######## block 1 ########
==> block_1/gates.png <==
Drawn at 6 px/µm.
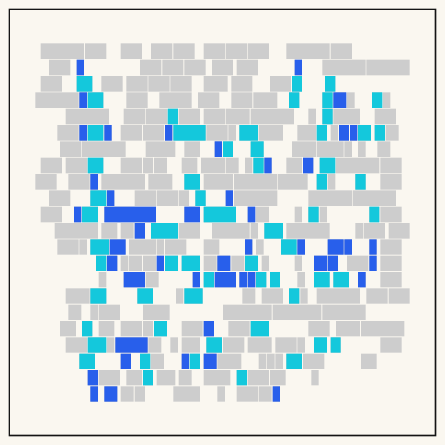
File: config.mk
export PLATFORM = sky130hd
export DESIGN_NAME = mux_rr_scheduler
export DESIGN_NICKNAME = d
export VERILOG_FILES = /design/src/rtl/mux_rr_scheduler.sv
export SDC_FILE = /design/constraint.sdc
export NUM_CORES = 1
export LEC_CHECK = 0
export ABC_CLOCK_PERIOD_IN_PS = 5700
export CAP_MARGIN = 10
export CORE_MARGIN = 4
export CORE_UTILIZATION = 51
export DETAILED_ROUTE_END_ITERATION = 7
export GPL_TIMING_DRIVEN = 1
export HOLD_SLACK_MARGIN = 0.06
export PLACE_DENSITY_LB_ADDON = 0.1
export SYNTH_ARGS = -nofsm -noshare
export SYNTH_HDL_FRONTEND = slang
export SYNTH_SLANG_ARGS = --single-unit
File: constraint.sdc
create_clock -name Clk -period 5.7 [get_ports Clk]
set_clock_uncertainty 0.2 [all_clocks]
set_input_delay 0.57 -clock Clk [delete_from_list [all_inputs] [get_ports Clk]]
set_output_delay 0.57 -clock Clk [all_outputs]
set_load 0.005 [all_outputs]
File: src/rtl/mux_rr_scheduler.sv
// Round-robin scheduler: picks one of NREQ requesters, owns the shared datapath mux select,
// and holds the grant for a burst of req_len beats on a valid/ready handshake.
module mux_rr_scheduler #(
    parameter int NREQ    = 6,
    parameter int SEL_W   = 3,
    parameter int BURST_W = 4
) (
    input  logic                      Clk,
    input  logic                      Reset,
    input  logic [NREQ-1:0]           req,
    input  logic [NREQ*BURST_W-1:0]   req_len,
    input  logic                      dp_ready,
    output logic [NREQ-1:0]           grant,
    output logic [SEL_W-1:0]          sel,
    output logic                      dp_valid,
    output logic                      busy,
    output logic                      burst_done
);

    typedef enum logic {S_IDLE, S_BUSY} state_t;

    state_t              state_q, state_d;
    logic [NREQ-1:0]     grant_q, grant_d;
    logic [SEL_W-1:0]    sel_q, sel_d;
    logic                dp_valid_q, dp_valid_d;
    logic                busy_q, busy_d;
    logic                done_q, done_d;
    logic [SEL_W-1:0]    ptr_q, ptr_d;
    logic [BURST_W-1:0]  cnt_q, cnt_d;

    logic                found;
    logic [SEL_W-1:0]    win;
    logic [SEL_W-1:0]    idx;
    logic [BURST_W-1:0]  len_w;
    logic                beat;

    function automatic logic [SEL_W-1:0] next_idx(input logic [SEL_W-1:0] i);
        return (i == SEL_W'(NREQ - 1)) ? '0 : i + 1'b1;
    endfunction

    // Circular priority search starting at ptr; the previous winner sits at the bottom.
    always_comb begin
        found = 1'b0;
        win   = '0;
        idx   = ptr_q;
        for (int k = 0; k < NREQ; k++) begin
            if (!found && req[idx]) begin
                found = 1'b1;
                win   = idx;
            end
            idx = next_idx(idx);
        end
    end

    assign len_w = req_len[win*BURST_W +: BURST_W];
    assign beat  = dp_valid_q && dp_ready;

    always_comb begin
        state_d    = state_q;
        grant_d    = grant_q;
        sel_d      = sel_q;
        dp_valid_d = dp_valid_q;
        busy_d     = busy_q;
        done_d     = 1'b0;
        ptr_d      = ptr_q;
        cnt_d      = cnt_q;
        case (state_q)
            S_IDLE: begin
                if (found) begin
                    state_d    = S_BUSY;
                    sel_d      = win;
                    grant_d    = {{(NREQ-1){1'b0}}, 1'b1} << win;
                    cnt_d      = (len_w == '0) ? BURST_W'(1) : len_w;
                    dp_valid_d = 1'b1;
                    busy_d     = 1'b1;
                end
            end
            S_BUSY: begin
                // A dropped request ends the burst exactly like a final beat.
                if (!req[sel_q] || (beat && cnt_q == BURST_W'(1))) begin
                    state_d    = S_IDLE;
                    grant_d    = '0;
                    dp_valid_d = 1'b0;
                    busy_d     = 1'b0;
                    done_d     = 1'b1;
                    ptr_d      = next_idx(sel_q);
                    cnt_d      = '0;
                end else if (beat) begin
                    cnt_d = cnt_q - 1'b1;
                end
            end
            default: state_d = S_IDLE;
        endcase
    end

    always_ff @(posedge Clk) begin
        if (Reset) begin
            state_q    <= S_IDLE;
            grant_q    <= '0;
            sel_q      <= '0;
            dp_valid_q <= 1'b0;
            busy_q     <= 1'b0;
            done_q     <= 1'b0;
            ptr_q      <= '0;
            cnt_q      <= '0;
        end else begin
            state_q    <= state_d;
            grant_q    <= grant_d;
            sel_q      <= sel_d;
            dp_valid_q <= dp_valid_d;
            busy_q     <= busy_d;
            done_q     <= done_d;
            ptr_q      <= ptr_d;
            cnt_q      <= cnt_d;
        end
    end

    assign grant      = grant_q;
    assign sel        = sel_q;
    assign dp_valid   = dp_valid_q;
    assign busy       = busy_q;
    assign burst_done = done_q;

endmodule

==> flow_summary.ini <==
; flow metrics
[status]
status = finished, final reports clean

[sta]
rsz0062_at_grt = no

[logic_synthesis]
syn_area_um2 = 2011
ys.flops = 19
top_cells_by_count = 27 x nor2_1, 21 x mux2i_1, 20 x nand2_1, 19 x dfxtp_1, 18 x a21oi_1
top_cell = nor2_1
ff_type = dfxtp_1
edf_count = 0
fp_nets = 291

[place]
pre_cts_ws_ns = 1.131
dpl_cell_area_um2 = 2427

[critical_path]
r2r-start = ptr_q[2]
crit_chain = nor2_1 -> a21oi_1 -> inv_1 -> ha_1 -> nor4b_2 -> a211oi_1 -> a2111o_1 -> and2_1 -> a2111oi_0 -> o22ai_1 -> a22oi_2 -> nand2b_1 -> o221a_1 -> o221a_1 -> a211oi_1
ff2ff_path_depth = 15
rrSetupSlack_ns = 1.08
start_kind = register

[layout]
areaGrowthSynthToFinish_pct = 23.02
comb_share = 0.6009

[grt]
grtUsageMet2 = 0.3285
grt_pass1_vias = 1867
grtUsageMet1 = 0.3351
grt_use_total = 0.2188

[clock_tree]
clk_latency_ns = 0.25
cts_max_level = 1
cts_resized = 0

[pwr]
switchingPower_uw = 781.0
## Picture notes: block_1/gates.png
color	family	cells	most used
blue	nor cells	47	nor2_1
cyan	aoi and oai cells	59	a21oi_1


######## block 2 ########
==> block_2/ff_map.png <==
Drawn at 1 px/µm.
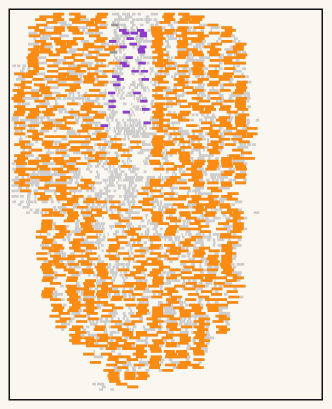
==> block_2/clock_nets.png <==
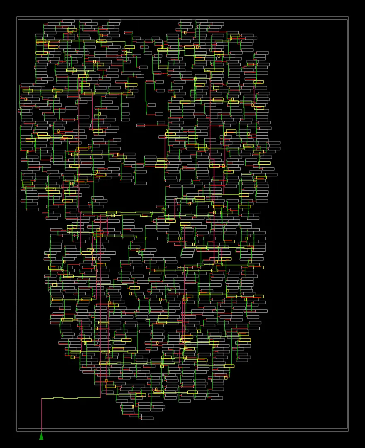
==> block_2/port_trees.png <==
Drawn at 1 px/µm.
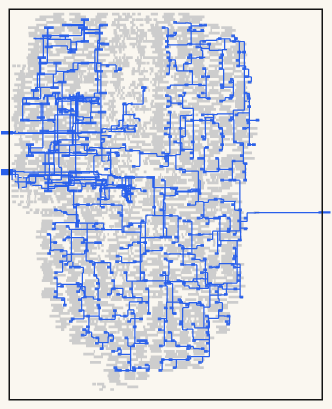
File: config.mk
export PLATFORM = sky130hd
export DESIGN_NAME = dmem_responder
export DESIGN_NICKNAME = d
export VERILOG_FILES = /design/src/rtl/dmem_responder.sv
export SDC_FILE = /design/constraint.sdc
export NUM_CORES = 1
export LEC_CHECK = 0
export ABC_CLOCK_PERIOD_IN_PS = 4100
export CORE_ASPECT_RATIO = 1.25
export CORE_UTILIZATION = 35
export DETAILED_ROUTE_END_ITERATION = 10
export HOLD_SLACK_MARGIN = 0.02
export SETUP_SLACK_MARGIN = 0.05
export SLEW_MARGIN = 0
export SYNTH_ARGS = -nofsm -noshare
export SYNTH_HDL_FRONTEND = slang
export SYNTH_SLANG_ARGS = --single-unit
File: constraint.sdc
create_clock -name clk -period 4.1 [get_ports clk]
set_clock_uncertainty 0.2 [all_clocks]
set_input_delay 0.41 -clock clk [delete_from_list [all_inputs] [get_ports clk]]
set_output_delay 0.41 -clock clk [all_outputs]
set_load 0.01 [all_outputs]
File: src/rtl/dmem_responder.sv
// ============================================================================
//  Module      : dmem_responder
//  Description : Single-cycle data-memory responder with byte/half/word access
//                and a one-deep valid/ready response stage.
//  Revision    : 1.0 - initial release
// ============================================================================
`default_nettype none

module dmem_responder #(
    parameter int WIDTH = 32,
    parameter int DADDR = 5
) (
    input  logic               clk,
    input  logic               reset,
    input  logic               req_valid,
    output logic               req_ready,
    input  logic               req_we,
    input  logic [1:0]         req_size,
    input  logic               req_unsigned,
    input  logic [DADDR+1:0]   req_addr,
    input  logic [WIDTH-1:0]   req_wdata,
    output logic               rsp_valid,
    input  logic               rsp_ready,
    output logic [WIDTH-1:0]   rsp_rdata,
    output logic               rsp_err
);

    localparam int DEPTH = 2**DADDR;

    logic [WIDTH-1:0] r_mem [DEPTH];

    logic             r_rsp_valid;
    logic [WIDTH-1:0] r_rsp_rdata;
    logic             r_rsp_err;

    logic             w_accept;
    logic             w_err;
    logic [1:0]       w_lane;
    logic [DADDR-1:0] w_widx;
    logic [3:0]       w_be;
    logic [WIDTH-1:0] w_wdata;
    logic [WIDTH-1:0] w_word;
    logic [WIDTH-1:0] w_shifted;
    logic [WIDTH-1:0] w_load;

    assign req_ready = !r_rsp_valid || rsp_ready;
    assign w_accept  = req_valid && req_ready && !reset;
    assign w_lane    = req_addr[1:0];
    assign w_widx    = req_addr[DADDR+1:2];
    assign w_word    = r_mem[w_widx];
    assign w_shifted = w_word >> {w_lane, 3'b000};

    always_comb begin
        w_err = 1'b0;
        case (req_size)
            2'd0:    w_err = 1'b0;
            2'd1:    w_err = w_lane[0];
            2'd2:    w_err = (w_lane != 2'd0);
            default: w_err = 1'b1;
        endcase
    end

    // Replicated store data lets every enabled lane take its slice directly.
    always_comb begin
        w_be    = 4'b0000;
        w_wdata = req_wdata;
        case (req_size)
            2'd0: begin
                w_be    = 4'b0001 << w_lane;
                w_wdata = {4{req_wdata[7:0]}};
            end
            2'd1: begin
                w_be    = 4'b0011 << w_lane;
                w_wdata = {2{req_wdata[15:0]}};
            end
            2'd2:    w_be = 4'b1111;
            default: w_be = 4'b0000;
        endcase
    end

    always_comb begin
        w_load = w_word;
        case (req_size)
            2'd0: w_load = req_unsigned ? {{(WIDTH-8){1'b0}}, w_shifted[7:0]}
                                        : {{(WIDTH-8){w_shifted[7]}}, w_shifted[7:0]};
            2'd1: w_load = req_unsigned ? {{(WIDTH-16){1'b0}}, w_shifted[15:0]}
                                        : {{(WIDTH-16){w_shifted[15]}}, w_shifted[15:0]};
            default: w_load = w_word;
        endcase
    end

    // Storage is intentionally outside the reset domain.
    always_ff @(posedge clk) begin
        if (w_accept && req_we && !w_err) begin
            for (int k = 0; k < 4; k++) begin
                if (w_be[k]) begin
                    r_mem[w_widx][8*k +: 8] <= w_wdata[8*k +: 8];
                end
            end
        end
    end

    always_ff @(posedge clk) begin
        if (reset) begin
            r_rsp_valid <= 1'b0;
            r_rsp_rdata <= '0;
            r_rsp_err   <= 1'b0;
        end else if (w_accept) begin
            r_rsp_valid <= 1'b1;
            r_rsp_rdata <= (req_we || w_err) ? '0 : w_load;
            r_rsp_err   <= w_err;
        end else if (rsp_ready) begin
            r_rsp_valid <= 1'b0;
        end
    end

    assign rsp_valid = r_rsp_valid;
    assign rsp_rdata = r_rsp_rdata;
    assign rsp_err   = r_rsp_err;

endmodule

`default_nettype wire

==> flow_summary.ini <==
; flow metrics
[status]
status = finished, final reports clean

[logic_synthesis]
fp_nets = 2452
netlist_instances = 2405
syn_area_um2 = 41940
yosys.area.top_type_share = 0.7332
synthMuxAreaShare = 0.1386
seq_area_frac_synth = 0.7494
edf_count = 1024

[routing]
dr.first_iter.drc_count = 2484
dr.pass1.iters = 6
drt_drc_violations_left = 0
via_count = 24009

[sta]
worst_pin_slew_ns = 0.9211
hold_violations = 0
max_freq_ghz = 0.3022
slew_viol_final = 0
relSlewSlack = 0.3802

[critical_path]
crit_start = req_addr[4]
ff2ff_path_depth = 6
cp_common_cell = buf_4
cp_num_buf_inv = 4

[floorplanning]
n_tap_cell = 1573

[worst_hold_path]
min_path_cells = 5
hold_end = rsp_rdata[9]

[pwr]
top_power_group = sequential cells
sw_frac_of_total = 0.2188
p_per_area_nw_per_um2 = 456.3
internal_power_uw = 17640
powerSeq_uw = 11900

[place]
dp.cells = 4175

[clock_tree]
clockBufferDepth = 3

[layout]
fill_cells = 10532

[grt]
grt_first_pass_wirelength_um = 175500
About block_2/ff_map.png:
color	name in the netlist	placed flops
purple	rsp_rdata	32
orange	r_mem	1024
sequential share of cell area: 0.6351
Layout Utilization: 0.4174

About block_2/clock_nets.png:
Late-Pin Clk Latency: 0.71 ns
CLK BUF: 112

About block_2/port_trees.png:
color	port	bits	direction	edge	end cells	buffers	wire
blue	req_addr	7	input	6 west, 1 east	538	45	9390 µm
num ports: 82
I/O Buffers: 81


######## block 3 ########
==> block_3/port_trees.png <==
Drawn at 4 px/µm.
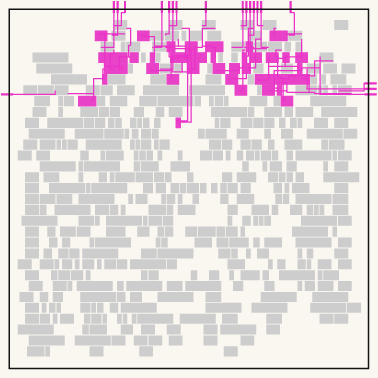
==> block_3/clock_nets.png <==
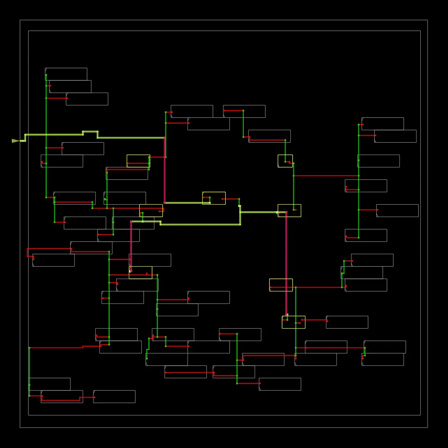
$ cat config.mk
export PLATFORM = sky130hd
export DESIGN_NAME = cordic_rot_sequencer
export DESIGN_NICKNAME = d
export VERILOG_FILES = /design/src/rtl/cordic_rot_sequencer.sv
export SDC_FILE = /design/constraint.sdc
export NUM_CORES = 1
export LEC_CHECK = 0
export CAP_MARGIN = 5
export CORE_MARGIN = 1.5
export CORE_UTILIZATION = 47
export DETAILED_ROUTE_END_ITERATION = 8
export PLACE_DENSITY = 0.76
export REMOVE_ABC_BUFFERS = 1
export SKIP_LAST_GASP = 1
export SLEW_MARGIN = 20
export SYNTH_ARGS = -nofsm -noshare
export SYNTH_HDL_FRONTEND = slang
export SYNTH_SLANG_ARGS = --single-unit
$ cat constraint.sdc
create_clock -name clk -period 5 [get_ports clk]
set_input_delay 1 -clock clk [delete_from_list [all_inputs] [get_ports clk]]
set_output_delay 1 -clock clk [all_outputs]
set_load 0.01 [all_outputs]
$ cat src/rtl/cordic_rot_sequencer.sv
// cordic_rot_sequencer
// Sequences one shared iterative CORDIC rotator across the four vertices
// (v1..v4) of a primitive. A job is taken from the pre-rotation stage over a
// valid/ready handshake. For each vertex the sequencer loads the rotator and
// steps it through ITERS micro-rotations while it tracks the residual angle z.
// It then writes the result back. Bubble jobs and jobs that do not need
// rotation skip straight to DONE.
//
// Ports:
//   clk, reset            pipeline clock, async active-high reset
//   in_valid/in_ready     upstream job handshake (ready only in IDLE)
//   in_bubble, in_enable_cordic, in_z   job flags and initial angle
//   atan_val              atan ROM value for iter_idx (unsigned magnitude)
//   load, step_en, dir, iter_idx, vtx_sel, wr_en   rotator control
//   z_cur                 current residual angle
//   out_valid/out_ready   downstream job handshake
//   out_bubble, out_bypass captured job flags, valid with out_valid
//
// state | meaning
// ------+-----------------------------------------------------------
// IDLE  | waiting for a job; in_ready=1
// LOAD  | rotator loads vertex vtx_sel; z_cur reset to the job angle
// ITER  | one micro-rotation per cycle, iter_idx 0..ITERS-1
// WRITE | rotator result of vtx_sel is captured downstream
// DONE  | job complete; hold out_valid until out_ready

module cordic_rot_sequencer #(
    parameter int ITERS = 16,
    parameter int ZW    = 19,
    parameter int IW    = $clog2(ITERS)
) (
    input  logic          clk,
    input  logic          reset,
    input  logic          in_valid,
    output logic          in_ready,
    input  logic          in_bubble,
    input  logic          in_enable_cordic,
    input  logic [ZW-1:0] in_z,
    input  logic [ZW-1:0] atan_val,
    output logic          load,
    output logic          step_en,
    output logic          dir,
    output logic [IW-1:0] iter_idx,
    output logic [1:0]    vtx_sel,
    output logic          wr_en,
    output logic [ZW-1:0] z_cur,
    output logic          out_valid,
    input  logic          out_ready,
    output logic          out_bubble,
    output logic          out_bypass
);

    typedef enum logic [2:0] {IDLE, LOAD, ITER, WRITE, DONE} state_t;

    state_t        state, state_nxt;
    logic [ZW-1:0] z0;
    logic          bub;
    logic          byp;
    logic          last_iter;
    logic          z_pos;

    assign last_iter = (iter_idx == IW'(ITERS - 1));
    // Zero residual counts as positive.
    assign z_pos     = ~z_cur[ZW-1];

    always_ff @(posedge clk or posedge reset) begin
        if (reset) begin
            state <= IDLE;
        end else begin
            state <= state_nxt;
        end
    end

    always_comb begin
        state_nxt  = state;
        in_ready   = 1'b0;
        load       = 1'b0;
        step_en    = 1'b0;
        dir        = 1'b0;
        wr_en      = 1'b0;
        out_valid  = 1'b0;
        out_bubble = 1'b0;
        out_bypass = 1'b0;
        case (state)
            IDLE: begin
                in_ready = 1'b1;
                if (in_valid) begin
                    state_nxt = (in_bubble | ~in_enable_cordic) ? DONE : LOAD;
                end
            end
            LOAD: begin
                load      = 1'b1;
                state_nxt = ITER;
            end
            ITER: begin
                step_en = 1'b1;
                dir     = z_pos;
                if (last_iter) begin
                    state_nxt = WRITE;
                end
            end
            WRITE: begin
                wr_en     = 1'b1;
                state_nxt = (vtx_sel == 2'd3) ? DONE : LOAD;
            end
            DONE: begin
                out_valid  = 1'b1;
                out_bubble = bub;
                out_bypass = byp;
                if (out_ready) begin
                    state_nxt = IDLE;
                end
            end
            default: state_nxt = IDLE;
        endcase
    end

    always_ff @(posedge clk or posedge reset) begin
        if (reset) begin
            z0       <= '0;
            bub      <= 1'b0;
            byp      <= 1'b0;
            vtx_sel  <= 2'd0;
            iter_idx <= '0;
            z_cur    <= '0;
        end else begin
            case (state)
                IDLE: begin
                    if (in_valid) begin
                        z0      <= in_z;
                        bub     <= in_bubble;
                        byp     <= in_bubble | ~in_enable_cordic;
                        vtx_sel <= 2'd0;
                    end
                end
                LOAD: begin
                    z_cur    <= z0;
                    iter_idx <= '0;
                end
                ITER: begin
                    // Drive z toward zero; the arithmetic wraps modulo 2^ZW.
                    z_cur <= z_pos ? (z_cur - atan_val) : (z_cur + atan_val);
                    if (!last_iter) begin
                        iter_idx <= iter_idx + IW'(1);
                    end
                end
                WRITE: begin
                    if (vtx_sel != 2'd3) begin
                        vtx_sel <= vtx_sel + 2'd1;
                    end
                end
                default: ;
            endcase
        end
    end

endmodule

==> flow_summary.ini <==
; flow metrics
[routing]
met2_length_um = 4179
wl_met3_um = 348
wl_met1_um = 3831
ant_nets = 0

[logic_synthesis]
ff_type = dfrtp_1
netlist_instances = 385
ys.flops = 49
yosysTopAreaCell = dfrtp_1

[floorplanning]
die_h_um = 89.42

[pwr]
peakVddDrop_uv = 296.1
switchingPower_uw = 1392
seq_power_share = 0.249
p_leak_uw = 0.001876
internal_power_uw = 1676
comb-power_uw = 2040
sw_frac_of_total = 0.4537
powerSeq_uw = 764

[worst_hold_path]
hold_end = z_cur[1]
min_path_cells = 2
hold_class = reg -> reg

[sta]
holdWs_ns = 0.5036
setup_slack_ns = 0.8374
min_period_ns = 4.163
worst_pin_slew_ns = 0.8304

[layout]
fin_area_um2 = 4412
post-route-util = 0.6082
largestRegisters = z0 x19, z_cur x19, iter_idx x4
layout-drive-gt1-share = 0.1018
final_cells = 551
antenna_cells = 0
areaGrowthSynthToFinish_pct = 25.70
final_common_cell = clkdlybuf4s50_1

[critical_path]
crit_chain = clkdlybuf4s50_1 -> inv_1 -> ha_1 -> nor3b_1 -> nand2_1 -> o21bai_1 -> xnor2_1 -> ha_1 -> a21o_1 -> a211oi_1 -> o21ai_1 -> a21o_1 -> a2111oi_2 -> a311oi_1
cp.depth = 14
r2r_end = z_cur[16]
critPathTopFamily = AND-OR/OR-AND gates

[clock_tree]
post_cts_buffers = 0
cts.sinks = 49

[status]
status = finished, final reports clean

[grt]
grt_use_total = 0.2253
overflow = 0

[place]
place_hpwl_um = 6537
About block_3/port_trees.png:
color	port	bits	direction	edge	end cells	buffers	wire
magenta	atan_val	19	input	15 north, 3 east, 1 west	43	19	560 µm

About block_3/clock_nets.png:
CLK BUF: 7
Power Clock: 269 µW
Setup Skew: 0.007658 ns
total CTS buffers: 5


######## block 4 ########
$ cat config.mk
export PLATFORM = sky130hd
export DESIGN_NAME = imem_stream_loader
export DESIGN_NICKNAME = d
export VERILOG_FILES = /design/src/rtl/bitty_pkg.sv /design/src/rtl/imem_stream_loader.sv
export SDC_FILE = /design/constraint.sdc
export NUM_CORES = 1
export LEC_CHECK = 0
export ABC_AREA = 1
export ABC_CLOCK_PERIOD_IN_PS = 3650
export CAP_MARGIN = 20
export CORE_AREA = 2 2 100 112
export DETAILED_ROUTE_END_ITERATION = 10
export DIE_AREA = 0 0 102 114
export SYNTH_ARGS = -nofsm -noshare
export SYNTH_HDL_FRONTEND = slang
export SYNTH_SLANG_ARGS = --single-unit
$ cat constraint.sdc
create_clock -name clk -period 3.65 [get_ports clk]
set_input_delay 0.73 -clock clk [delete_from_list [all_inputs] [get_ports clk]]
set_output_delay 0.73 -clock clk [all_outputs]
set_load 0.05 [all_outputs]
$ cat src/rtl/bitty_pkg.sv
// Shared definitions for the instruction-memory stream loader: instruction
// word width and the loader FSM state encoding.
package bitty_pkg;

    localparam int INSTR_W = 16;

    typedef enum logic [2:0] {
        IDLE   = 3'd0,
        LEN_HI = 3'd1,
        LEN_LO = 3'd2,
        D_HI   = 3'd3,
        D_LO   = 3'd4,
        WRITE  = 3'd5,
        DONE   = 3'd6
    } state_t;

endpackage

$ cat src/rtl/imem_stream_loader.sv
// Loads a length-prefixed byte stream into instruction memory as 16-bit
// words from address 0 upward, then pulses load_done.
//
//   state  | meaning
//   IDLE   | waiting for load_start
//   LEN_HI | accepting high byte of word count N
//   LEN_LO | accepting low byte of N; N==0 finishes at once
//   D_HI   | accepting high byte of a data word
//   D_LO   | accepting low byte; memory write is launched on this handshake
//   WRITE  | write strobe cycle, count/remaining bookkeeping
//   DONE   | one-cycle load_done pulse
module imem_stream_loader
    import bitty_pkg::*;
#(
    parameter int ADDR_W = 8,
    parameter int DEPTH  = 256
) (
    input  logic               clk,
    input  logic               reset,
    input  logic               load_start,
    input  logic               in_valid,
    input  logic [7:0]         in_data,
    output logic               in_ready,
    output logic               mem_we,
    output logic [ADDR_W-1:0]  mem_addr,
    output logic [INSTR_W-1:0] mem_wdata,
    output logic               busy,
    output logic               load_done,
    output logic [15:0]        word_count,
    output logic               err_ovf
);

    localparam logic [16:0] DEPTH_L = 17'(DEPTH);

    state_t              state_q, state_d;
    logic [15:0]         remaining_q, remaining_d;
    logic [7:0]          hi_q, hi_d;
    logic [15:0]         count_q, count_d;
    logic                we_q, we_d;
    logic [ADDR_W-1:0]   addr_q, addr_d;
    logic [INSTR_W-1:0]  wdata_q, wdata_d;
    logic                ovf_q, ovf_d;

    logic                hs;
    logic [15:0]         len_w;
    logic                room;

    assign hs    = in_valid && in_ready;
    // hi_q doubles as the length high byte while in LEN_LO
    assign len_w = {hi_q, in_data};
    assign room  = ({1'b0, count_q} < DEPTH_L);

    always_ff @(posedge clk or negedge reset) begin
        if (!reset) begin
            state_q     <= IDLE;
            remaining_q <= '0;
            hi_q        <= '0;
            count_q     <= '0;
            we_q        <= 1'b0;
            addr_q      <= '0;
            wdata_q     <= '0;
            ovf_q       <= 1'b0;
        end else begin
            state_q     <= state_d;
            remaining_q <= remaining_d;
            hi_q        <= hi_d;
            count_q     <= count_d;
            we_q        <= we_d;
            addr_q      <= addr_d;
            wdata_q     <= wdata_d;
            ovf_q       <= ovf_d;
        end
    end

    always_comb begin
        state_d     = state_q;
        remaining_d = remaining_q;
        hi_d        = hi_q;
        count_d     = count_q;
        we_d        = 1'b0;
        addr_d      = addr_q;
        wdata_d     = wdata_q;
        ovf_d       = ovf_q;
        in_ready    = 1'b0;
        busy        = 1'b0;
        load_done   = 1'b0;
        case (state_q)
            IDLE: begin
                if (load_start) begin
                    state_d = LEN_HI;
                    count_d = '0;
                    ovf_d   = 1'b0;
                end
            end
            LEN_HI: begin
                in_ready = 1'b1;
                busy     = 1'b1;
                if (hs) begin
                    hi_d    = in_data;
                    state_d = LEN_LO;
                end
            end
            LEN_LO: begin
                in_ready = 1'b1;
                busy     = 1'b1;
                if (hs) begin
                    remaining_d = len_w;
                    if (len_w == 16'd0) begin
                        state_d = DONE;
                    end else begin
                        if ({1'b0, len_w} > DEPTH_L) ovf_d = 1'b1;
                        state_d = D_HI;
                    end
                end
            end
            D_HI: begin
                in_ready = 1'b1;
                busy     = 1'b1;
                if (hs) begin
                    hi_d    = in_data;
                    state_d = D_LO;
                end
            end
            D_LO: begin
                in_ready = 1'b1;
                busy     = 1'b1;
                if (hs) begin
                    state_d = WRITE;
                    // launched here so the registered strobe lines up with WRITE
                    if (room) begin
                        we_d    = 1'b1;
                        addr_d  = count_q[ADDR_W-1:0];
                        wdata_d = {hi_q, in_data};
                    end
                end
            end
            WRITE: begin
                busy        = 1'b1;
                if (room) count_d = count_q + 16'd1;
                remaining_d = remaining_q - 16'd1;
                state_d     = (remaining_q == 16'd1) ? DONE : D_HI;
            end
            DONE: begin
                load_done = 1'b1;
                state_d   = IDLE;
            end
            default: state_d = IDLE;
        endcase
    end

    assign mem_we     = we_q;
    assign mem_addr   = addr_q;
    assign mem_wdata  = wdata_q;
    assign word_count = count_q;
    assign err_ovf    = ovf_q;

endmodule

==> block_4/ff_map.png <==
Drawn at 3 px/µm.
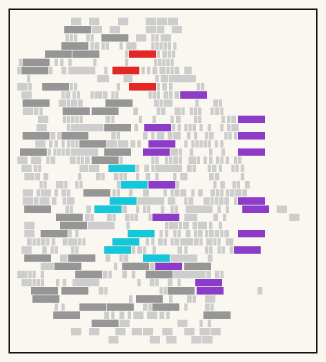
color	name in the netlist	placed flops
cyan	hi_q	8
purple	remaining_q	16
red	state_q	3
not colored	42

==> block_4/gates.png <==
Drawn at 4 px/µm.
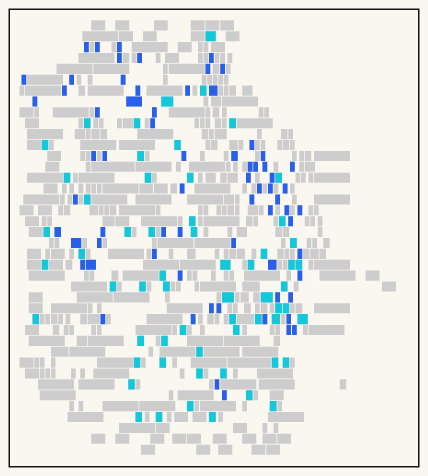
color	family	cells	most used
blue	nor cells	69	nor2_1
cyan	aoi and oai cells	60	o21ai_0
Non-Filler Instances: 688
most used logic cell in the final layout: nand2_1

==> flow_summary.ini <==
; flow metrics
[status]
status = finished, final reports clean

[sta]
finalSetupTns_ns = 0
rsz0062_at_grt = no
relSlewSlack = 0.5778

[place]
dp.cells = 672

[layout]
logic_area_um2 = 1500
clk_share = 0.06944

[logic_synthesis]
syn_area_um2 = 3498
edf_count = 0
ff_type = dfrtp_1
top_cell = nand2_1
avgSynthCellArea_um2 = 7.365
netlist_instances = 475

[grt]
antenna_found_initial = 0
met3_usage = 0.04718

[routing]
routedWlPerCell_um = 13.54
drt_drc_violations_left = 0
via_count = 3222
dr.pass1.iters = 4

[clock_tree]
clk_latency_ns = 0.33

[critical_path]
r2r-start = state_q[1]
crit_path_max_incr_delay_ns = 0.80
crit_path_max_fanout = 4

######## block 5 ########
==> block_5/util_map.png <==
Drawn at 1.5 px/µm. The die is cut into 16 by 16 equal tiles; dark purple is low, yellow is high, 0 to 100% covered.
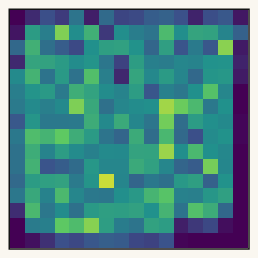
File: config.mk
export PLATFORM = sky130hd
export DESIGN_NAME = audio_pwm_out
export DESIGN_NICKNAME = d
export VERILOG_FILES = /design/src/rtl/audio_out_pkg.sv /design/src/rtl/sample_fifo.sv /design/src/rtl/audio_pwm_out.sv
export SDC_FILE = /design/constraint.sdc
export NUM_CORES = 1
export LEC_CHECK = 0
export ABC_AREA = 1
export CORE_MARGIN = 2
export CORE_UTILIZATION = 40
export DETAILED_ROUTE_END_ITERATION = 12
export HOLD_SLACK_MARGIN = 0.1
export PLACE_DENSITY_LB_ADDON = 0.05
export SKIP_CTS_REPAIR_TIMING = 1
export SLEW_MARGIN = 20
export SYNTH_ARGS = -nofsm -noshare
export SYNTH_HDL_FRONTEND = slang
export SYNTH_HIERARCHICAL = 1
export SYNTH_SLANG_ARGS = --single-unit
export TNS_END_PERCENT = 50
File: constraint.sdc
create_clock -name clkFPGA -period 4.1 [get_ports clkFPGA]
set_input_delay 0.82 -clock clkFPGA [delete_from_list [all_inputs] [get_ports clkFPGA]]
set_output_delay 0.82 -clock clkFPGA [all_outputs]
set_load 0.02 [all_outputs]
File: src/rtl/audio_out_pkg.sv
`default_nettype none
// ============================================================================
//  Module      : audio_out_pkg
//  Description : Shared types and constants for the audio PWM output stage.
//                DATA_W  - default sample width (PWM period = 2**DATA_W)
//                PWM_MAX - last counter value of a PWM period
//                state_t - playback controller states
//  Revision    : 1.0 - initial release
// ============================================================================
package audio_out_pkg;

  localparam int DATA_W  = 11;
  localparam int PWM_MAX = (1 << DATA_W) - 1;

  typedef enum logic [1:0] {
    IDLE = 2'd0,
    PLAY = 2'd1,
    DONE = 2'd2
  } state_t;

endpackage
`default_nettype wire

File: src/rtl/sample_fifo.sv
`default_nettype none
// ============================================================================
//  Module      : sample_fifo
//  Description : Synchronous FIFO for audio samples. Read and write pointers
//                carry one extra wrap bit so full/empty/level come straight
//                from the registered pointers.
//  Ports       : clkFPGA - clock          rst   - sync active-high reset
//                push    - write request  pop   - read request
//                wdata   - write data     rdata - head-of-queue data
//                full    - DEPTH entries  empty - no entries
//                level   - occupancy
//  Revision    : 1.0 - initial release
// ============================================================================
module sample_fifo #(
  parameter int DATA_W = 11,
  parameter int DEPTH  = 16
) (
  input  logic                   clkFPGA,
  input  logic                   rst,
  input  logic                   push,
  input  logic                   pop,
  input  logic [DATA_W-1:0]      wdata,
  output logic [DATA_W-1:0]      rdata,
  output logic                   full,
  output logic                   empty,
  output logic [$clog2(DEPTH):0] level
);

  localparam int c_AW = $clog2(DEPTH);

  logic [DATA_W-1:0] r_mem [DEPTH];
  logic [c_AW:0]     r_wr_ptr;
  logic [c_AW:0]     r_rd_ptr;
  logic              w_do_push;
  logic              w_do_pop;

  assign level = r_wr_ptr - r_rd_ptr;
  assign empty = (r_wr_ptr == r_rd_ptr);
  // Same slot index, opposite lap: writer is exactly one lap ahead.
  assign full  = (r_wr_ptr[c_AW] != r_rd_ptr[c_AW]) &&
                 (r_wr_ptr[c_AW-1:0] == r_rd_ptr[c_AW-1:0]);

  assign w_do_pop  = pop && !empty;
  // A pop frees the head slot this edge, so a write while full still lands.
  assign w_do_push = push && (!full || w_do_pop);

  assign rdata = r_mem[r_rd_ptr[c_AW-1:0]];

  always_ff @(posedge clkFPGA) begin
    if (w_do_push) begin
      r_mem[r_wr_ptr[c_AW-1:0]] <= wdata;
    end
  end

  always_ff @(posedge clkFPGA) begin
    if (rst) begin
      r_wr_ptr <= '0;
      r_rd_ptr <= '0;
    end else begin
      if (w_do_push) r_wr_ptr <= r_wr_ptr + 1'b1;
      if (w_do_pop)  r_rd_ptr <= r_rd_ptr + 1'b1;
    end
  end

endmodule
`default_nettype wire

File: src/rtl/audio_pwm_out.sv
`default_nettype none
// ============================================================================
//  Module      : audio_pwm_out
//  Description : Buffers audio samples written by the core and plays one
//                sample per PWM period on a 1-bit PWM line.
//  Ports       : clkFPGA    - system clock     rst       - sync reset
//                sample_in  - unsigned sample  sample_wr - write strobe
//                finish     - end of program   pwm_out   - PWM output
//                fifo_full  - core must stall  fifo_level- occupancy
//                overflow   - sticky dropped write
//                underrun   - sticky empty at period end before finish
//                done       - playback complete, held until rst
//  Revision    : 1.0 - initial release
// ============================================================================
module audio_pwm_out #(
  parameter int DATA_W = audio_out_pkg::DATA_W,
  parameter int DEPTH  = 16
) (
  input  logic                   clkFPGA,
  input  logic                   rst,
  input  logic [DATA_W-1:0]      sample_in,
  input  logic                   sample_wr,
  input  logic                   finish,
  output logic                   pwm_out,
  output logic                   fifo_full,
  output logic [$clog2(DEPTH):0] fifo_level,
  output logic                   overflow,
  output logic                   underrun,
  output logic                   done
);

  import audio_out_pkg::*;

  localparam logic [DATA_W-1:0] c_PWM_LAST = '1;

  state_t            r_state;
  state_t            w_state_nxt;
  logic [DATA_W-1:0] r_pwm_cnt;
  logic [DATA_W-1:0] w_cnt_nxt;
  logic [DATA_W-1:0] r_duty;
  logic [DATA_W-1:0] w_rdata;
  logic              r_pwm;
  logic              w_pwm_nxt;
  logic              r_fin_seen;
  logic              r_overflow;
  logic              r_underrun;
  logic              w_pop;
  logic              w_set_underrun;
  logic              w_wr_req;
  logic              w_empty;

  // Writes are ignored altogether once playback has finished.
  assign w_wr_req = sample_wr && (r_state != DONE);

  sample_fifo #(
    .DATA_W (DATA_W),
    .DEPTH  (DEPTH)
  ) u_fifo (
    .clkFPGA (clkFPGA),
    .rst     (rst),
    .push    (w_wr_req),
    .pop     (w_pop),
    .wdata   (sample_in),
    .rdata   (w_rdata),
    .full    (fifo_full),
    .empty   (w_empty),
    .level   (fifo_level)
  );

  always_comb begin
    w_state_nxt    = r_state;
    w_cnt_nxt      = '0;
    w_pwm_nxt      = 1'b0;
    w_pop          = 1'b0;
    w_set_underrun = 1'b0;
    case (r_state)
      IDLE: begin
        if (!w_empty) begin
          w_pop       = 1'b1;
          w_state_nxt = PLAY;
        end else if (r_fin_seen) begin
          w_state_nxt = DONE;
        end
      end
      PLAY: begin
        w_cnt_nxt = r_pwm_cnt + 1'b1;
        w_pwm_nxt = (r_pwm_cnt < r_duty);
        if (r_pwm_cnt == c_PWM_LAST) begin
          if (!w_empty) begin
            w_pop = 1'b1;
          end else if (r_fin_seen) begin
            w_state_nxt = DONE;
            w_pwm_nxt   = 1'b0;
          end else begin
            // Starved: repeat the current duty for another period.
            w_set_underrun = 1'b1;
          end
        end
      end
      DONE: begin
        w_state_nxt = DONE;
      end
      default: begin
        w_state_nxt = IDLE;
      end
    endcase
  end

  always_ff @(posedge clkFPGA) begin
    if (rst) begin
      r_state    <= IDLE;
      r_pwm_cnt  <= '0;
      r_duty     <= '0;
      r_pwm      <= 1'b0;
      r_fin_seen <= 1'b0;
      r_overflow <= 1'b0;
      r_underrun <= 1'b0;
    end else begin
      r_state   <= w_state_nxt;
      r_pwm_cnt <= w_cnt_nxt;
      r_pwm     <= w_pwm_nxt;
      if (w_pop) r_duty <= w_rdata;
      if (finish) r_fin_seen <= 1'b1;
      if (w_set_underrun) r_underrun <= 1'b1;
      // Dropped only when full and the head is not leaving this same edge.
      if (w_wr_req && fifo_full && !w_pop) r_overflow <= 1'b1;
    end
  end

  assign pwm_out  = r_pwm;
  assign overflow = r_overflow;
  assign underrun = r_underrun;
  assign done     = (r_state == DONE);

endmodule
`default_nettype wire

==> flow_summary.ini <==
; flow metrics
[critical_path]
endpoint_kind = output pin

[floorplanning]
n_tap_cell = 319

[pwr]
internal_power_uw = 4188
p_total_uw = 6013
switchingPower_uw = 1825

[place]
place_congestion = 0.8071
numPortBuffers = 24

[logic_synthesis]
logic_family = simple AND/OR/NAND/NOR gates
avgSynthCellArea_um2 = 10.08
ys.flops = 218

[sta]
rsz0062_at_grt = no
max_freq_ghz = 0.2991
relSlewSlack = 0.2807
min_period_ns = 3.343
skew_ns = 0.009180
finalSetupTns_ns = 0

[layout]
nClkBuffers = 36
flop_area_um2 = 6130
final_cells = 1319
nonClkBufAreaFrac = 0.03921

[routing]
routedWlPerCell_um = 19.03
wl_met3_um = 1195
ant_nets = 0
vias_per_cell = 4.953
drt_drc_violations_left = 0

[status]
status = finished, final reports clean

[grt]
grtUsageMet2 = 0.3247
antenna_found_initial = 1
grt_pass1_vias = 6468

[clock_tree]
clk_pin_slew_ns = 0.06
cts.sinks = 218
clk_latency_ns = 0.51
Notes on block_5/util_map.png above:
mean over tiles	42%
fullest tile	92%
nearly empty tiles	7.0%


######## block 6 ########
--- src/rtl/keypad_defs.sv ---
// rtl/keypad_defs.sv - shared FSM/frame-result encodings and the 4x4 hex key map
package keypad_defs;

  typedef enum logic [1:0] {
    IDLE,
    DEB_PRESS,
    PRESSED,
    DEB_RELEASE
  } state_t;

  typedef enum logic [1:0] {
    NONE,
    KEY,
    MULTI
  } frame_res_t;

  function automatic logic [3:0] key_map(input logic [1:0] row, input logic [1:0] col);
    logic [3:0] code;
    case ({row, col})
      4'h0: code = 4'h1;
      4'h1: code = 4'h2;
      4'h2: code = 4'h3;
      4'h3: code = 4'hA;
      4'h4: code = 4'h4;
      4'h5: code = 4'h5;
      4'h6: code = 4'h6;
      4'h7: code = 4'hB;
      4'h8: code = 4'h7;
      4'h9: code = 4'h8;
      4'hA: code = 4'h9;
      4'hB: code = 4'hC;
      4'hC: code = 4'h0;
      4'hD: code = 4'hF;
      4'hE: code = 4'hE;
      default: code = 4'hD;
    endcase
    return code;
  endfunction

endpackage

--- src/rtl/keypad_col_scan.sv ---
// rtl/keypad_col_scan.sv - column drive sequencer and 4x4 frame capture
module keypad_col_scan
  import keypad_defs::*;
#(
  parameter int SCAN = 4
) (
  input  logic        clk,
  input  logic        rst,
  input  logic        e,
  input  logic [3:0]  row_sync,
  output logic [3:0]  col,
  output logic [15:0] frame,
  output logic        frame_done
);

  localparam int CW = (SCAN > 1) ? $clog2(SCAN) : 1;

  logic          running_q, running_d;
  logic [CW-1:0] cnt_q, cnt_d;
  logic [1:0]    idx_q, idx_d;
  logic [3:0]    col_q, col_d;
  logic [11:0]   cap_q, cap_d;
  logic          sample;

  // The first enabled edge only starts driving col0; counting begins from there.
  always_comb begin
    sample    = running_q && e && (cnt_q == CW'(SCAN - 1));
    running_d = running_q;
    cnt_d     = cnt_q;
    idx_d     = idx_q;
    col_d     = col_q;
    cap_d     = cap_q;
    if (!e) begin
      running_d = 1'b0;
      cnt_d     = '0;
      idx_d     = 2'd0;
      col_d     = 4'hF;
    end else if (!running_q) begin
      running_d = 1'b1;
      cnt_d     = '0;
      idx_d     = 2'd0;
      col_d     = 4'b1110;
    end else if (sample) begin
      cnt_d = '0;
      idx_d = idx_q + 2'd1;
      col_d = ~(4'b0001 << idx_d);
      case (idx_q)
        2'd0:    cap_d[3:0]  = row_sync;
        2'd1:    cap_d[7:4]  = row_sync;
        2'd2:    cap_d[11:8] = row_sync;
        default: cap_d       = cap_q;
      endcase
    end else begin
      cnt_d = cnt_q + 1'b1;
    end
  end

  always_ff @(posedge clk) begin
    if (rst) begin
      running_q <= 1'b0;
      cnt_q     <= '0;
      idx_q     <= 2'd0;
      col_q     <= 4'hF;
      cap_q     <= 12'hFFF;
    end else begin
      running_q <= running_d;
      cnt_q     <= cnt_d;
      idx_q     <= idx_d;
      col_q     <= col_d;
      cap_q     <= cap_d;
    end
  end

  // The col3 sample bypasses the capture register so the frame is judged on its own sample cycle.
  assign frame      = {row_sync, cap_q};
  assign frame_done = sample && (idx_q == 2'd3);
  assign col        = col_q;

endmodule

--- src/rtl/keypad_scan_32b.sv ---
// rtl/keypad_scan_32b.sv - 4x4 hex keypad scanner with frame debounce and 32-bit digit entry
module keypad_scan_32b
  import keypad_defs::*;
#(
  parameter int SCAN     = 10**5/2,
  parameter int DEBOUNCE = 20
) (
  input  logic        CLK,
  input  logic        RST,
  input  logic        e,
  input  logic        clr,
  input  logic [3:0]  ROW,
  output logic [3:0]  COL,
  output logic [31:0] x,
  output logic [3:0]  key_code,
  output logic        key_valid
);

  localparam int DW = $clog2(DEBOUNCE + 1);

  logic [3:0]  row_s1_q, row_s2_q;
  logic [15:0] frame;
  logic        frame_done;

  keypad_col_scan #(.SCAN(SCAN)) u_col_scan (
    .clk        (CLK),
    .rst        (RST),
    .e          (e),
    .row_sync   (row_s2_q),
    .col        (COL),
    .frame      (frame),
    .frame_done (frame_done)
  );

  frame_res_t res;
  logic [4:0] n_hits;
  logic [3:0] frame_code;

  always_comb begin
    n_hits     = 5'd0;
    frame_code = 4'h0;
    for (int c = 0; c < 4; c++) begin
      for (int r = 0; r < 4; r++) begin
        if (!frame[c*4 + r]) begin
          n_hits     = n_hits + 5'd1;
          frame_code = key_map(2'(r), 2'(c));
        end
      end
    end
    if (n_hits == 5'd0)      res = NONE;
    else if (n_hits == 5'd1) res = KEY;
    else                     res = MULTI;
  end

  state_t        state_q, state_d;
  logic [DW-1:0] cnt_q, cnt_d;
  logic [3:0]    cand_q, cand_d;
  logic [31:0]   x_q, x_d;
  logic [3:0]    key_code_q, key_code_d;
  logic          key_valid_q, key_valid_d;
  logic          accept;
  logic [3:0]    acc_code;

  always_comb begin
    state_d  = state_q;
    cnt_d    = cnt_q;
    cand_d   = cand_q;
    accept   = 1'b0;
    acc_code = cand_q;
    if (!e) begin
      state_d = IDLE;
      cnt_d   = '0;
    end else if (frame_done) begin
      case (state_q)
        IDLE: begin
          if (res == KEY) begin
            cand_d = frame_code;
            cnt_d  = DW'(1);
            if (DEBOUNCE <= 1) begin
              accept   = 1'b1;
              acc_code = frame_code;
              state_d  = PRESSED;
            end else begin
              state_d = DEB_PRESS;
            end
          end
        end
        DEB_PRESS: begin
          if (res != KEY) begin
            state_d = IDLE;
            cnt_d   = '0;
          end else if (frame_code != cand_q) begin
            cand_d = frame_code;
            cnt_d  = DW'(1);
          end else begin
            cnt_d = cnt_q + 1'b1;
            if (cnt_d == DW'(DEBOUNCE)) begin
              accept  = 1'b1;
              state_d = PRESSED;
            end
          end
        end
        PRESSED: begin
          if (res == NONE) begin
            cnt_d = DW'(1);
            if (DEBOUNCE <= 1) begin
              state_d = IDLE;
              cnt_d   = '0;
            end else begin
              state_d = DEB_RELEASE;
            end
          end
        end
        default: begin
          if (res == NONE) begin
            cnt_d = cnt_q + 1'b1;
            if (cnt_d == DW'(DEBOUNCE)) begin
              state_d = IDLE;
              cnt_d   = '0;
            end
          end else begin
            state_d = PRESSED;
            cnt_d   = '0;
          end
        end
      endcase
    end

    key_valid_d = accept;
    key_code_d  = accept ? acc_code : key_code_q;
    // clr outranks a coincident accept; the accepted code still reports.
    if (clr)         x_d = 32'h0;
    else if (accept) x_d = {x_q[27:0], acc_code};
    else             x_d = x_q;
  end

  always_ff @(posedge CLK) begin
    if (RST) begin
      row_s1_q    <= 4'hF;
      row_s2_q    <= 4'hF;
      state_q     <= IDLE;
      cnt_q       <= '0;
      cand_q      <= 4'h0;
      x_q         <= 32'h0;
      key_code_q  <= 4'h0;
      key_valid_q <= 1'b0;
    end else begin
      row_s1_q    <= ROW;
      row_s2_q    <= row_s1_q;
      state_q     <= state_d;
      cnt_q       <= cnt_d;
      cand_q      <= cand_d;
      x_q         <= x_d;
      key_code_q  <= key_code_d;
      key_valid_q <= key_valid_d;
    end
  end

  assign x         = x_q;
  assign key_code  = key_code_q;
  assign key_valid = key_valid_q;

endmodule

--- config.mk ---
export PLATFORM = sky130hd
export DESIGN_NAME = keypad_scan_32b
export DESIGN_NICKNAME = d
export VERILOG_FILES = /design/src/rtl/keypad_defs.sv /design/src/rtl/keypad_col_scan.sv /design/src/rtl/keypad_scan_32b.sv
export SDC_FILE = /design/constraint.sdc
export NUM_CORES = 1
export LEC_CHECK = 0
export ABC_CLOCK_PERIOD_IN_PS = 15700
export CORE_ASPECT_RATIO = 1.25
export CORE_MARGIN = 2
export CORE_UTILIZATION = 25
export DETAILED_ROUTE_END_ITERATION = 12
export PLACE_DENSITY = 0.45
export RECOVER_POWER = 25
export REMOVE_ABC_BUFFERS = 1
export SETUP_SLACK_MARGIN = 0.15
export SLEW_MARGIN = 30
export SYNTH_ARGS = -nofsm -noshare
export SYNTH_HDL_FRONTEND = slang
export SYNTH_SLANG_ARGS = --single-unit
--- constraint.sdc ---
create_clock -name CLK -period 15.7 [get_ports CLK]
set_input_delay 3.14 -clock CLK [delete_from_list [all_inputs] [get_ports CLK]]
set_output_delay 3.14 -clock CLK [all_outputs]
set_load 0.005 [all_outputs]
==> block_6/port_trees.png <==
Drawn at 2 px/µm.
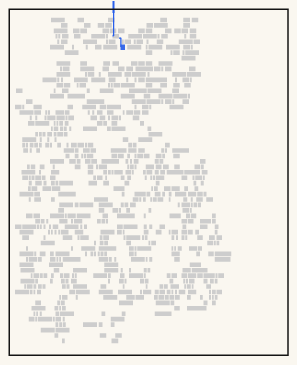
color	port	bits	direction	edge	end cells	buffers	wire
blue	clr	1	input	north	1	1	18.5 µm
I/O Buffers: 48
num ports: 49

==> block_6/gates.png <==
Drawn at 3 px/µm.
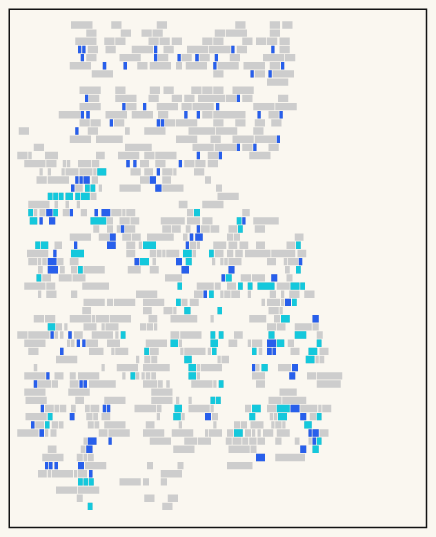
color	family	cells	most used
cyan	aoi and oai cells	81	a21oi_1
blue	nor cells	111	nor2_1

==> flow_summary.ini <==
; flow metrics
[logic_synthesis]
synthSimpleGateAreaFrac = 0.2331
seq_area_frac_synth = 0.3217
yosys_warnings = 0
syn_area_um2 = 5663
edf_count = 0

[critical_path]
timing.critical_path.slowest_stage_cell = mux2i_1
worstSetupPathType = reg -> reg
r2r_end = key_code[3]
endpoint_kind = register
r2r-start = u_col_scan.cap_q[0]
critPathTopFamily = adder cells
crit_start = u_col_scan.cap_q[0]
worstPathArrival_ns = 11.63
cp_common_cell = ha_1

[sta]
slew_viol_final = 0
setup_slack_ns = 4.254
skew_ns = 0.01110
min_period_ns = 11.45
max_freq_ghz = 0.08736
rsz0062_at_grt = no

[run]
cap_violations = 0

[layout]
n_all_buffers = 50
areaGrowthSynthToFinish_pct = 17.72
num-nonclk-inverters = 24
num-multi-input-gates = 500

[worst_hold_path]
hold_class = reg -> reg
hold_end = row_s2_q[3]

[floorplanning]
chip_area_um2 = 23880
die_h_um = 172.3

[pwr]
p_leak_uw = 0.003054

[routing]
dr.pass1.iters = 4
drt_drc_violations_left = 0
met2_length_um = 6730
ant_nets = 0

[clock_tree]
numCtsBuffers = 9
cts_resized = 0
clk_latency_ns = 0.34

[grt]
grt_first_pass_wirelength_um = 21800
grtUsageMet1 = 0.1298

[status]
status = finished, final reports clean

[place]
dpl_cell_area_um2 = 6356


==> screenshots <==
Where the registers sit.
picture 1
Drawn at 4 px/µm.
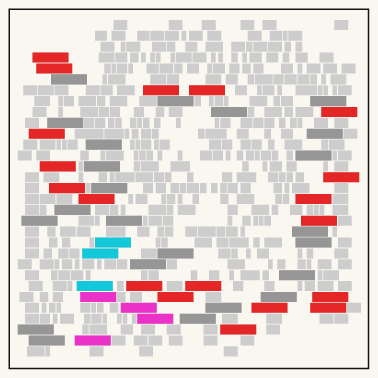
picture 2
Drawn at 2 px/µm.
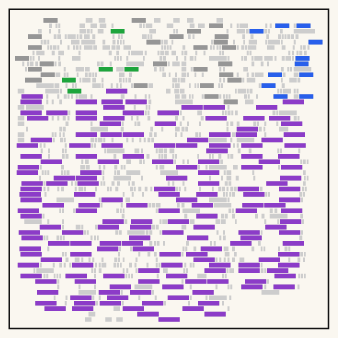
picture 3
Drawn at 2 px/µm.
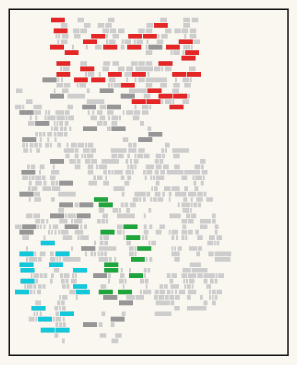
picture 4
Drawn at 6 px/µm.
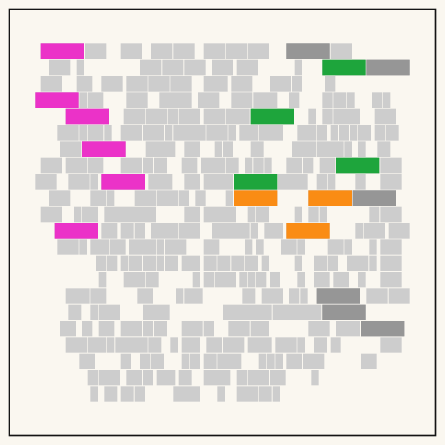
The one with the fewest cells is picture 4.
For block 5, see picture 2.
For block 3, see picture 1.
For block 1, see picture 4.
For block 6, see picture 3.

Key to picture 3:
color	name in the netlist	placed flops
red	x	32
green	u_col_scan.cap_q	12
cyan	u_col_scan.cnt_q	16

No activity file was given, so power comes from the tool's default toggle rates.
